==================== design 1
### Logic cells by family, design 1

Bar = 20 um.
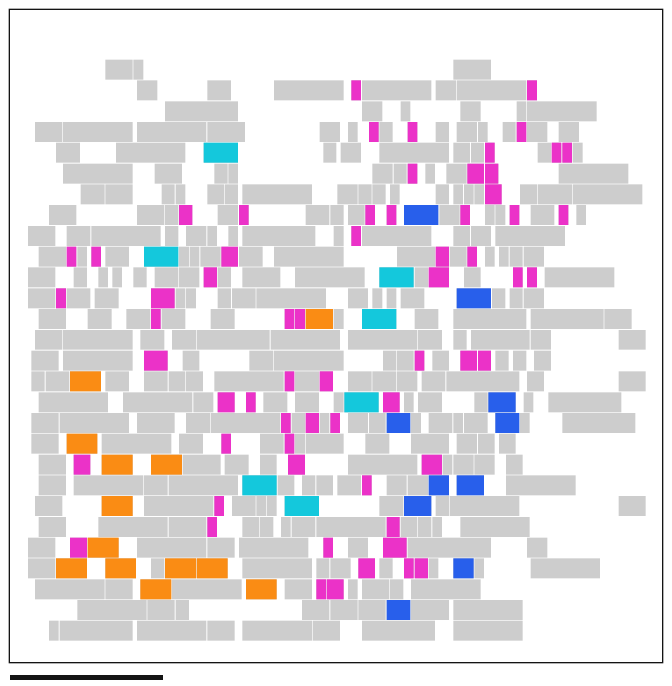

$ cat src/rtl/bubble_host_sequencer.sv
// Host-side bubble memory sequencer: drives nBSS/nBSEN/nREPEN/nBOOTEN for boot and page reads.
// Optional ABORT input is added when BUBBLE_SEQ_ABORT_EN is defined.
module bubble_host_sequencer #(
  parameter int BCYC        = 480,
  parameter int BOOT_CYCLES = 4204,
  parameter int PAGE_CYCLES = 682
) (
  input  logic        MCLK,
  input  logic        RST,
  input  logic        START,
  input  logic        MODE,
  input  logic [11:0] PAGE,
`ifdef BUBBLE_SEQ_ABORT_EN
  input  logic        ABORT,
`endif
  output logic        BUSY,
  output logic        DONE,
  output logic        ERR,
  output logic [11:0] POS,
  output logic        nBSS,
  output logic        nBSEN,
  output logic        nREPEN,
  output logic        nBOOTEN,
  output logic        nINCTRL
);

  localparam int CW = $clog2(BCYC);
  localparam int NW = $clog2(BOOT_CYCLES + PAGE_CYCLES + 1);
  localparam logic [11:0]   POS_MAX   = 12'd2052;
  localparam logic [11:0]   POS_RST   = 12'd2051;
  localparam logic [CW-1:0] CYC_LAST  = CW'(BCYC - 1);
  localparam logic [CW-1:0] BSS_LAST  = CW'(95);
  localparam logic [CW-1:0] REP_LEN   = CW'(48);
  localparam logic [NW-1:0] BOOT_LAST = NW'(BOOT_CYCLES - 1);
  localparam logic [NW-1:0] PAGE_LAST = NW'(PAGE_CYCLES - 1);

  typedef enum logic [2:0] {
    S_IDLE,
    S_BSS,
    S_SETTLE,
    S_BOOT,
    S_SEEK,
    S_PAGE,
    S_TAIL
  } state_t;

  state_t        state, state_n;
  logic [CW-1:0] cyc, cyc_n;
  logic [NW-1:0] bcnt, bcnt_n;
  logic [11:0]   pos_n, pos_inc;
  logic [11:0]   page_r, page_n;
  logic          mode_r, mode_n;
  logic          busy_n, err_n, fin, fin_n;
  logic          bss_n, bsen_n, repen_n, booten_n;
  logic          last, run, hit, rep_on, abort;

`ifdef BUBBLE_SEQ_ABORT_EN
  assign abort = ABORT;
`else
  assign abort = 1'b0;
`endif

  assign last    = (cyc == CYC_LAST);
  assign run     = (state == S_BOOT) || (state == S_SEEK) ||
                   (state == S_PAGE);
  assign hit     = (state == S_SEEK) && (cyc == '0) &&
                   (POS == page_r);
  assign pos_inc = (POS == POS_MAX) ? 12'd0 : POS + 12'd1;
  assign rep_on  = ((state == S_BOOT) && (cyc < REP_LEN)) ||
                   ((state == S_PAGE) && (bcnt == '0) &&
                    (cyc < REP_LEN)) ||
                   hit;

  // Pins are decoded from the current state and land one clock later.
  always_comb begin
    state_n  = state;
    cyc_n    = last ? '0 : cyc + CW'(1);
    bcnt_n   = bcnt;
    pos_n    = POS;
    page_n   = page_r;
    mode_n   = mode_r;
    busy_n   = fin ? 1'b0 : BUSY;
    err_n    = 1'b0;
    fin_n    = 1'b0;
    bss_n    = (state != S_BSS);
    bsen_n   = !(run && !abort);
    repen_n  = !(rep_on && !abort);
    booten_n = nBOOTEN;
    if ((state == S_TAIL) || (run && abort))
      booten_n = 1'b1;
    unique case (state)
      S_IDLE: begin
        cyc_n = '0;
        if (START && !BUSY) begin
          if (!MODE && (PAGE > POS_MAX)) begin
            err_n = 1'b1;
          end else begin
            busy_n   = 1'b1;
            booten_n = ~MODE;
            mode_n   = MODE;
            page_n   = PAGE;
            state_n  = S_BSS;
          end
        end
      end
      S_BSS: begin
        if (cyc == BSS_LAST)
          state_n = S_SETTLE;
      end
      S_SETTLE: begin
        if (last) begin
          state_n = mode_r ? S_BOOT : S_SEEK;
          bcnt_n  = '0;
        end
      end
      S_BOOT: begin
        if (last) begin
          pos_n = pos_inc;
          if (bcnt == BOOT_LAST)
            state_n = S_TAIL;
          else
            bcnt_n = bcnt + NW'(1);
        end
      end
      S_SEEK: begin
        if (hit) begin
          state_n = S_PAGE;
          bcnt_n  = '0;
        end
        if (last)
          pos_n = pos_inc;
      end
      S_PAGE: begin
        if (last) begin
          pos_n = pos_inc;
          if (bcnt == PAGE_LAST)
            state_n = S_TAIL;
          else
            bcnt_n = bcnt + NW'(1);
        end
      end
      S_TAIL: begin
        if (last) begin
          state_n = S_IDLE;
          fin_n   = 1'b1;
        end
      end
    endcase
    // Abort skips the pin lag, so TAIL starts one count in.
    if (run && abort) begin
      state_n = S_TAIL;
      cyc_n   = CW'(1);
      pos_n   = POS;
    end
  end

  always_ff @(posedge MCLK or posedge RST) begin
    if (RST) begin
      state   <= S_IDLE;
      cyc     <= '0;
      bcnt    <= '0;
      POS     <= POS_RST;
      page_r  <= '0;
      mode_r  <= 1'b0;
      BUSY    <= 1'b0;
      DONE    <= 1'b0;
      ERR     <= 1'b0;
      fin     <= 1'b0;
      nBSS    <= 1'b1;
      nBSEN   <= 1'b1;
      nREPEN  <= 1'b1;
      nBOOTEN <= 1'b1;
      nINCTRL <= 1'b1;
    end else begin
      state   <= state_n;
      cyc     <= cyc_n;
      bcnt    <= bcnt_n;
      POS     <= pos_n;
      page_r  <= page_n;
      mode_r  <= mode_n;
      BUSY    <= busy_n;
      DONE    <= fin;
      ERR     <= err_n;
      fin     <= fin_n;
      nBSS    <= bss_n;
      nBSEN   <= bsen_n;
      nREPEN  <= repen_n;
      nBOOTEN <= booten_n;
      nINCTRL <= 1'b0;
    end
  end

endmodule

$ cat config.mk
export PLATFORM = sky130hd
export DESIGN_NAME = bubble_host_sequencer
export DESIGN_NICKNAME = d
export VERILOG_FILES = /design/src/rtl/bubble_host_sequencer.sv
export SDC_FILE = /design/constraint.sdc
export NUM_CORES = 1
export LEC_CHECK = 0
export CORE_MARGIN = 2
export CORE_UTILIZATION = 50
export CTS_CLUSTER_SIZE = 8
export DETAILED_ROUTE_END_ITERATION = 12
export PLACE_DENSITY = 0.81
export SLEW_MARGIN = 20
export SYNTH_ARGS = -nofsm -noshare
export SYNTH_HDL_FRONTEND = slang
export SYNTH_SLANG_ARGS = --single-unit
export TNS_END_PERCENT = 1
$ cat constraint.sdc
create_clock -name MCLK -period 2.6 [get_ports MCLK]
set_input_delay 0.26 -clock MCLK [delete_from_list [all_inputs] [get_ports MCLK]]
set_output_delay 0.26 -clock MCLK [all_outputs]
set_load 0.02 [all_outputs]
==================== design 2
--- config.mk ---
export PLATFORM = sky130hd
export DESIGN_NAME = usb_tx_pkt_sched
export DESIGN_NICKNAME = d
export VERILOG_FILES = /design/src/rtl/usb_tx_pkt_sched.sv
export SDC_FILE = /design/constraint.sdc
export NUM_CORES = 1
export LEC_CHECK = 0
export CAP_MARGIN = 25
export CORE_MARGIN = 2
export CORE_UTILIZATION = 60
export DETAILED_ROUTE_END_ITERATION = 8
export PLACE_DENSITY_LB_ADDON = 0.08
export SYNTH_ARGS = -nofsm -noshare
export SYNTH_HDL_FRONTEND = slang
export SYNTH_HIERARCHICAL = 1
export SYNTH_SLANG_ARGS = --single-unit
export TNS_END_PERCENT = 1
--- constraint.sdc ---
create_clock -name clk -period 4.6 [get_ports clk]
set_input_delay 0.92 -clock clk [delete_from_list [all_inputs] [get_ports clk]]
set_output_delay 0.92 -clock clk [all_outputs]
set_load 0.05 [all_outputs]
--- src/rtl/usb_tx_pkt_sched.sv ---
// rtl/usb_tx_pkt_sched.sv - UTMI transmit packet scheduler: handshake/data arbitration, PID/payload/CRC16 sequencing, inter-packet gap
// Byte-wide reflected CRC16 (0xA001) update helper plus the scheduler top.

module usb_tx_crc16_upd (
  input  logic [15:0] crc_in,
  input  logic [7:0]  byte_in,
  output logic [15:0] crc_out
);
  logic [15:0] c;

  always_comb begin
    c = crc_in ^ {8'h00, byte_in};
    for (int i = 0; i < 8; i++) begin
      if (c[0]) c = (c >> 1) ^ 16'hA001;
      else      c = c >> 1;
    end
    crc_out = c;
  end
endmodule

module usb_tx_pkt_sched #(
  parameter int MAX_LEN    = 64,
  parameter int IPG_CYCLES = 32,
  parameter int LW         = $clog2(MAX_LEN + 1)
) (
  input  logic          clk,
  input  logic          rst,
  input  logic          tx_en,
  input  logic          hs_req,
  input  logic [3:0]    hs_pid,
  output logic          hs_done,
  input  logic          dat_req,
  input  logic [3:0]    dat_pid,
  input  logic [LW-1:0] dat_len,
  input  logic [7:0]    dat_byte,
  output logic          dat_rd,
  output logic          dat_done,
  output logic [7:0]    data_in,
  output logic          tx_valid,
  input  logic          tx_ready,
  output logic          busy
);
  localparam int GW = $clog2(IPG_CYCLES + 1);
  localparam logic [LW-1:0] MAX_LEN_L = LW'(MAX_LEN);
  localparam logic [GW-1:0] GAP_LOAD  = GW'(IPG_CYCLES - 1);

  typedef enum logic [2:0] {
    S_IDLE, S_PID, S_DATA, S_CRC_LO, S_CRC_HI, S_GAP
  } state_t;

  state_t        state_q, state_d;
  logic [7:0]    data_in_q, data_in_d;
  logic          tx_valid_q, tx_valid_d;
  logic          is_hs_q, is_hs_d;
  logic [LW-1:0] len_q, len_d;
  logic [LW-1:0] cnt_q, cnt_d;
  logic [GW-1:0] gap_q, gap_d;
  logic [15:0]   crc_q, crc_d;
  logic [15:0]   crc_upd;
  logic [3:0]    grant_pid;
  logic          accept;

  // CRC always covers the byte currently presented, so it advances only when that byte is taken.
  usb_tx_crc16_upd u_crc (
    .crc_in  (crc_q),
    .byte_in (data_in_q),
    .crc_out (crc_upd)
  );

  assign accept    = tx_valid_q & tx_ready;
  assign grant_pid = hs_req ? hs_pid : dat_pid;
  assign data_in   = data_in_q;
  assign tx_valid  = tx_valid_q;
  assign busy      = (state_q != S_IDLE);

  always_comb begin
    state_d    = state_q;
    data_in_d  = data_in_q;
    tx_valid_d = tx_valid_q;
    is_hs_d    = is_hs_q;
    len_d      = len_q;
    cnt_d      = cnt_q;
    gap_d      = gap_q;
    crc_d      = crc_q;
    dat_rd     = 1'b0;
    hs_done    = 1'b0;
    dat_done   = 1'b0;

    case (state_q)
      S_IDLE: begin
        if (tx_en && (hs_req || dat_req)) begin
          is_hs_d    = hs_req;
          len_d      = hs_req ? '0 : ((dat_len > MAX_LEN_L) ? MAX_LEN_L : dat_len);
          cnt_d      = '0;
          crc_d      = 16'hFFFF;
          data_in_d  = {~grant_pid, grant_pid};
          tx_valid_d = 1'b1;
          state_d    = S_PID;
        end
      end
      S_PID: begin
        if (accept) begin
          if (is_hs_q) begin
            tx_valid_d = 1'b0;
            gap_d      = GAP_LOAD;
            state_d    = S_GAP;
          end else if (len_q != '0) begin
            data_in_d = dat_byte;
            dat_rd    = 1'b1;
            cnt_d     = LW'(1);
            state_d   = S_DATA;
          end else begin
            data_in_d = ~crc_q[7:0];
            state_d   = S_CRC_LO;
          end
        end
      end
      S_DATA: begin
        if (accept) begin
          crc_d = crc_upd;
          if (cnt_q < len_q) begin
            data_in_d = dat_byte;
            dat_rd    = 1'b1;
            cnt_d     = cnt_q + LW'(1);
          end else begin
            data_in_d = ~crc_upd[7:0];
            state_d   = S_CRC_LO;
          end
        end
      end
      S_CRC_LO: begin
        if (accept) begin
          data_in_d = ~crc_q[15:8];
          state_d   = S_CRC_HI;
        end
      end
      S_CRC_HI: begin
        if (accept) begin
          tx_valid_d = 1'b0;
          gap_d      = GAP_LOAD;
          state_d    = S_GAP;
        end
      end
      S_GAP: begin
        // Done fires in the last gap cycle so the requester drops its request before IDLE samples it.
        if (gap_q == '0) begin
          hs_done  = is_hs_q;
          dat_done = ~is_hs_q;
          state_d  = S_IDLE;
        end else begin
          gap_d = gap_q - GW'(1);
        end
      end
      default: begin
        tx_valid_d = 1'b0;
        state_d    = S_IDLE;
      end
    endcase
  end

  always_ff @(posedge clk or posedge rst) begin
    if (rst) begin
      state_q    <= S_IDLE;
      data_in_q  <= 8'h00;
      tx_valid_q <= 1'b0;
      is_hs_q    <= 1'b0;
      len_q      <= '0;
      cnt_q      <= '0;
      gap_q      <= '0;
      crc_q      <= 16'hFFFF;
    end else begin
      state_q    <= state_d;
      data_in_q  <= data_in_d;
      tx_valid_q <= tx_valid_d;
      is_hs_q    <= is_hs_d;
      len_q      <= len_d;
      cnt_q      <= cnt_d;
      gap_q      <= gap_d;
      crc_q      <= crc_d;
    end
  end
endmodule

==================== design 3
File: config.mk
export PLATFORM = sky130hd
export DESIGN_NAME = arrow_input
export DESIGN_NICKNAME = d
export VERILOG_FILES = /design/src/rtl/arrow_input.sv
export SDC_FILE = /design/constraint.sdc
export NUM_CORES = 1
export LEC_CHECK = 0
export CORE_AREA = 3 3 130 100
export CTS_BUF_LIST = sky130_fd_sc_hd__clkbuf_4 sky130_fd_sc_hd__clkbuf_8
export DETAILED_ROUTE_END_ITERATION = 10
export DIE_AREA = 0 0 133 103
export GPL_TIMING_DRIVEN = 0
export PLACE_DENSITY = 0.79
export REMOVE_ABC_BUFFERS = 1
export SYNTH_ARGS = -nofsm -noshare
export SYNTH_HDL_FRONTEND = slang
export SYNTH_SLANG_ARGS = --single-unit
File: constraint.sdc
create_clock -name clk -period 3.75 [get_ports clk]
set_input_delay 0.5625 -clock clk [delete_from_list [all_inputs] [get_ports clk]]
set_output_delay 0.5625 -clock clk [all_outputs]
set_load 0.005 [all_outputs]
File: src/rtl/arrow_input.sv
// ---------------------------------------------------------------------------
// arrow_input
//   Conditions the four raw arrow push-buttons into the direction request
//   that the snake game core samples on every move tick, and maintains the
//   pseudo-random seed used for apple placement.
//
//   Per button: 2-flop synchroniser -> polarity normalisation -> debounce ->
//   rising-edge (press) detection. Simultaneous presses are arbitrated
//   up > down > left > right. A press that would reverse the snake onto
//   itself (opposite of dire) is discarded and reported on reject_pulse.
//
// Ports
//   clk           system clock (10 MHz)
//   reset         asynchronous, active-low reset
//   arrow_up      raw up button pin (asynchronous)
//   arrow_down    raw down button pin (asynchronous)
//   arrow_left    raw left button pin (asynchronous)
//   arrow_right   raw right button pin (asynchronous)
//   dire[1:0]     direction last committed by the core (0 up,1 down,2 left,3 right)
//   arrow[1:0]    requested direction, same encoding as dire
//   accept_pulse  one-cycle strobe when arrow is updated
//   reject_pulse  one-cycle strobe when a press is discarded as a reversal
//   pressed[3:0]  debounced pressed levels {up,down,left,right}, active-high
//   seed[25:0]    pseudo-random seed, never zero
// ---------------------------------------------------------------------------
module arrow_input #(
    parameter int unsigned  DEBOUNCE_CYCLES  = 100000,
    parameter logic [3:0]   ACTIVE_HIGH_MASK = 4'b0011,
    parameter logic [25:0]  SEED_INIT        = 26'h2B3C4D5
) (
    input  logic        clk,
    input  logic        reset,
    input  logic        arrow_up,
    input  logic        arrow_down,
    input  logic        arrow_left,
    input  logic        arrow_right,
    input  logic [1:0]  dire,
    output logic [1:0]  arrow,
    output logic        accept_pulse,
    output logic        reject_pulse,
    output logic [3:0]  pressed,
    output logic [25:0] seed
);

    localparam int unsigned     CNT_W      = 20;
    localparam logic [CNT_W-1:0] DB_LAST   = CNT_W'(DEBOUNCE_CYCLES - 1);
    // Pin level that means "not pressed" for each button.
    localparam logic [3:0]      IDLE_LEVEL = ~ACTIVE_HIGH_MASK;
    // x^6 + x^2 + x + 1 reduction term of x^26 + x^6 + x^2 + x + 1.
    localparam logic [25:0]     LFSR_TAPS  = 26'h0000047;

    logic [3:0] raw_pins;
    logic [3:0] level;

    assign raw_pins = {arrow_up, arrow_down, arrow_left, arrow_right};

    // -----------------------------------------------------------------------
    // Per-button conditioning
    // -----------------------------------------------------------------------
    generate
        for (genvar gi = 0; gi < 4; gi++) begin : g_button
            logic             sync1_q;
            logic             sync2_q;
            logic             level_q;
            logic             level_d;
            logic [CNT_W-1:0] cnt_q;
            logic [CNT_W-1:0] cnt_d;
            logic             sample;

            // After this XOR a 1 always means "pressed", whatever the pin polarity.
            assign sample = sync2_q ^ IDLE_LEVEL[gi];

            always_comb begin
                cnt_d   = cnt_q;
                level_d = level_q;
                if (sample == level_q) begin
                    cnt_d = '0;
                end else if (cnt_q == DB_LAST) begin
                    // Sample has disagreed for DEBOUNCE_CYCLES consecutive cycles.
                    level_d = ~level_q;
                    cnt_d   = '0;
                end else begin
                    cnt_d = cnt_q + 1'b1;
                end
            end

            always_ff @(posedge clk or negedge reset) begin
                if (!reset) begin
                    sync1_q <= IDLE_LEVEL[gi];
                    sync2_q <= IDLE_LEVEL[gi];
                    level_q <= 1'b0;
                    cnt_q   <= '0;
                end else begin
                    sync1_q <= raw_pins[gi];
                    sync2_q <= sync1_q;
                    level_q <= level_d;
                    cnt_q   <= cnt_d;
                end
            end

            assign level[gi] = level_q;
        end
    endgenerate

    // -----------------------------------------------------------------------
    // Press detection, arbitration and reversal filter
    // -----------------------------------------------------------------------
    logic [3:0]  level_prev_q;
    logic [3:0]  press_evt;
    logic        has_event;
    logic [1:0]  cand;

    logic [1:0]  arrow_q,  arrow_d;
    logic        accept_q, accept_d;
    logic        reject_q, reject_d;
    logic [25:0] seed_q,   seed_d;
    logic [25:0] cyc_q,    cyc_d;
    logic [25:0] lfsr_next;
    logic [25:0] mixed;

    // Only 0->1 transitions count; releases are ignored.
    assign press_evt = level & ~level_prev_q;
    assign has_event = |press_evt;

    // Fixed priority up > down > left > right; losers are simply dropped.
    always_comb begin
        cand = 2'd3;
        if (press_evt[3]) begin
            cand = 2'd0;
        end else if (press_evt[2]) begin
            cand = 2'd1;
        end else if (press_evt[1]) begin
            cand = 2'd2;
        end else begin
            cand = 2'd3;
        end
    end

    // Multiply-by-x modulo the feedback polynomial (Galois form). Never maps a
    // non-zero state to zero because the polynomial has a constant term.
    assign lfsr_next = {seed_q[24:0], 1'b0} ^ ({26{seed_q[25]}} & LFSR_TAPS);
    assign mixed     = lfsr_next ^ cyc_q;

    always_comb begin
        arrow_d  = arrow_q;
        accept_d = 1'b0;
        reject_d = 1'b0;
        if (has_event) begin
            // Opposite pairs differ only in bit 0 of the encoding.
            if (cand == (dire ^ 2'b01)) begin
                reject_d = 1'b1;
            end else begin
                arrow_d  = cand;
                accept_d = 1'b1;
            end
        end
    end

    always_comb begin
        cyc_d  = cyc_q + 1'b1;
        seed_d = lfsr_next;
        if (has_event) begin
            seed_d = (mixed == '0) ? SEED_INIT : mixed;
        end
    end

    always_ff @(posedge clk or negedge reset) begin
        if (!reset) begin
            level_prev_q <= '0;
            arrow_q      <= 2'd0;
            accept_q     <= 1'b0;
            reject_q     <= 1'b0;
            seed_q       <= SEED_INIT;
            cyc_q        <= '0;
        end else begin
            level_prev_q <= level;
            arrow_q      <= arrow_d;
            accept_q     <= accept_d;
            reject_q     <= reject_d;
            seed_q       <= seed_d;
            cyc_q        <= cyc_d;
        end
    end

    assign arrow        = arrow_q;
    assign accept_pulse = accept_q;
    assign reject_pulse = reject_q;
    assign pressed      = level;
    assign seed         = seed_q;

endmodule

### A small window of the routed layout, design 2

Bar = 10 um. Window x 37 to 77, y 0 to 40 um. Cells in gray, sequential cells in the stronger gray; small squares are vias.
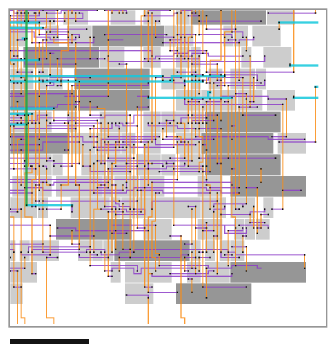
| layer | color |
|---|---|
| metal 4 | green |
| metal 2 | orange |
| metal 3 | cyan |
| metal 1 | purple |
netlist names of flops here include: crc_q (11), data_in (4)
sequential cells in the window: 15
cells with their middle in the window: 104
most frequent: nor2_1 (24), xnor2_1 (13)

==> results.py, design 2 <==
# Synthesis and PnR figures
metrics = {
    "layout": {
        "clk_share": 0.0225,
        "final_core_util": 0.719,
        "inv_count": 14,
        "comb_share": 0.475,
    },
    "die": {
        "die_w_um": 76.6,
    },
    "timing": {
        "slew-limit-headroom": 0.367,
        "setup_viol": 0,
        "hold_violations": 0,
        "skew_ns": 0.00776,
        "hold_ws_ns": 0.516,
        "finalCritPeriodShare": 0.905,
    },
    "clocking": {
        "path_clk_slew_ns": 0.08,
        "clk_latency_ns": 0.31,
        "cts_buffers": 5,
    },
    "placement": {
        "gp_congestion": 0.864,
    },
    "critical_path": {
        "worst-path-buf-inv": 2,
        "worstSetupStartpointType": "flop",
        "cp_max_fo": 12,
        "cp-endpoint": "dat_rd",
    },
    "outcome": {
        "outcome": "finished, final reports clean",
    },
    "pwr": {
        "ir_drop_mv": 0.484,
    },
    "logic_synthesis": {
        "most_common_cell": "nor2_1",
        "synth_top_flop_cell": "dfrtp_1",
        "ys_chip_area_mm2": 0.00316,
    },
    "hold_path": {
        "hp-class": "reg -> reg",
    },
}
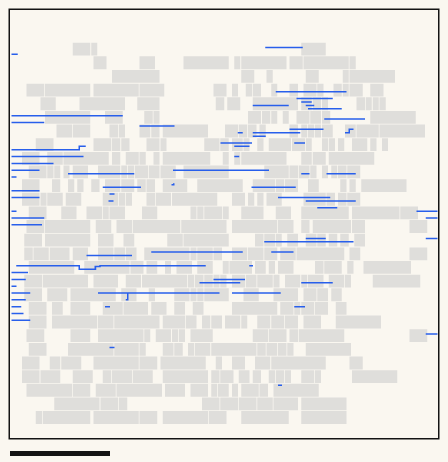
*The metal 3 layer, design 1*
Bar = 20 um.
wire length on this layer: 444 um
main direction: horizontal
share of all routed wire: 5.8%
DR vias: 2829
GR met3 Demand/Resource: 0.0564

## Picture notes: 'Logic cells by family' of design 1
| family | color | cells |
|---|---|---|
| fa/ha/maj cells | cyan | 7 |
| mux cells | orange | 13 |
| nor cells | magenta | 63 |
| non-inverting ao/oa cells | blue | 10 |
final cell count without fillers: 467
highest-count logic cell in the final layout: dfrtp_1

==> results.py, design 1 <==
# Synthesis and PnR figures
metrics = {
    "pwr": {
        "pg_comb_mw": 0.0505,
        "p_per_area_mw_per_mm2": 468,
    },
    "logic_synthesis": {
        "yosys-top-cells-count": "dfrtp_1, nor2_1, inv_1, xnor2_1, nand2_1",
        "synthTopLogicFamily": "simple AND/OR/NAND/NOR gates",
        "top_cells_by_area": "dfrtp_1, dfstp_2, xnor2_1",
        "ys_warn_count": 0,
    },
    "layout": {
        "seq_share": 0.374,
        "clk_share": 0.0529,
    },
    "routing": {
        "firstDrtPassIters": 5,
        "drtIter0Drc": 191,
    },
    "timing": {
        "worstMarginPinSlew_ns": 0.745,
        "tns_ns": 0,
    },
    "critical_path": {
        "crit_chain": "or4_1 -> or4_1 -> o2111a_2 -> o2111ai_1 -> a22oi_2",
        "r2r-end": "bcnt[7]$_DFFE_PP0P_",
        "cp_num_cells": 5,
        "worst-path-buf-inv": 0,
    },
    "outcome": {
        "outcome": "finished, final reports clean",
    },
    "hold_path": {
        "min_path_cells": 0,
    },
    "grt": {
        "antenna_found_initial": 0,
    },
    "placement": {
        "dp_hpwl_mm": 5.41,
    },
}
### Routing congestion map, design 3

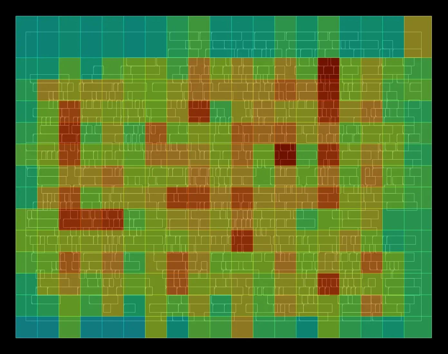
busiest layer in global routing: met2
GRT Total Usage: 0.202
GRT met1 Usage: 0.275

==> results.py, design 3 <==
# Synthesis and PnR figures
metrics = {
    "layout": {
        "flop_area_mm2": 0.00383,
        "fill_cells": 887,
        "num-multi-input-gates": 492,
        "area_growth_pct": 13.0,
        "comb_share": 0.386,
        "design.seq.count": 152,
        "nClkBuffers": 20,
        "buffer_area_frac": 0.0584,
    },
    "timing": {
        "slew-limit-headroom": 0.485,
        "hold_ws_ns": 0.0390,
    },
    "logic_synthesis": {
        "ys_seq_frac": 0.541,
        "aoi_share": 0.00779,
        "yosys.area.top_type": "dfrtp_1",
        "ys_types": 39,
        "synthCells": 677,
    },
    "clocking": {
        "h-tree-depth": 4,
        "cts_sinks": 152,
    },
    "placement": {
        "place_ws_ns": 0.886,
        "place_inst": 860,
        "dpl_cell_area_mm2": 0.00760,
    },
    "die": {
        "floorplan.core_util": 0.604,
        "die_h_um": 103,
        "num_rows": 34,
    },
    "outcome": {
        "outcome": "finished, final reports clean",
    },
    "pwr": {
        "finalPower_mw": 2.89,
        "clkPwrFrac": 0.393,
        "p_seq_mw": 1.67,
        "power_leader": "registers",
    },
    "flow_run": {
        "tool_warnings": 27,
    },
    "critical_path": {
        "worst-path-buf-inv": 1,
        "crit_required_ns": 4.09,
    },
    "grt": {
        "first_global_vias": 4683,
        "grt_first_pass_wirelength_mm": 22.3,
    },
    "routing": {
        "wirelength_met1_mm": 6.04,
    },
}


==> layout pictures side by side <==
Metal 1.
picture 1
Bar = 50 um. Supply wires on this layer in gray.
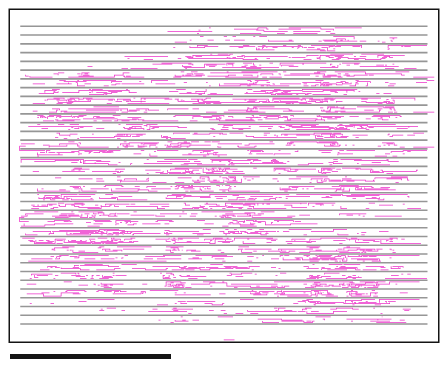
picture 2
Bar = 20 um. Supply wires on this layer in gray.
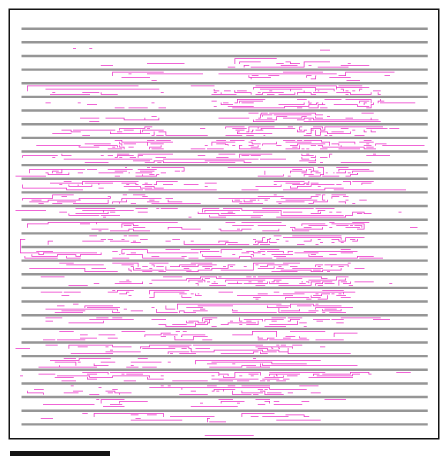
picture 3
Bar = 20 um. Supply wires on this layer in gray.
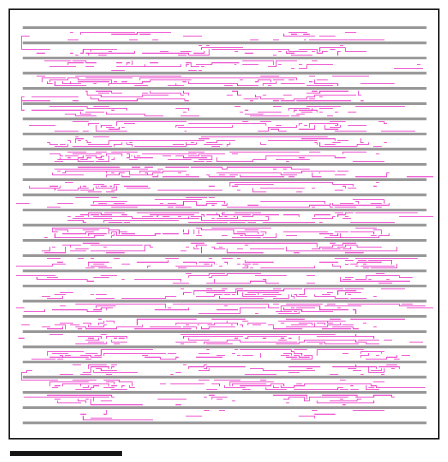
picture 2: design 1
picture 1: design 3
picture 3: design 2

Key to picture 2:
wire length on this layer: 3450 um
nets with wire on the layer: 362
longest straight run: 25.8 um
share of all routed wire: 45%

Power and IR drop assume default switching activity.
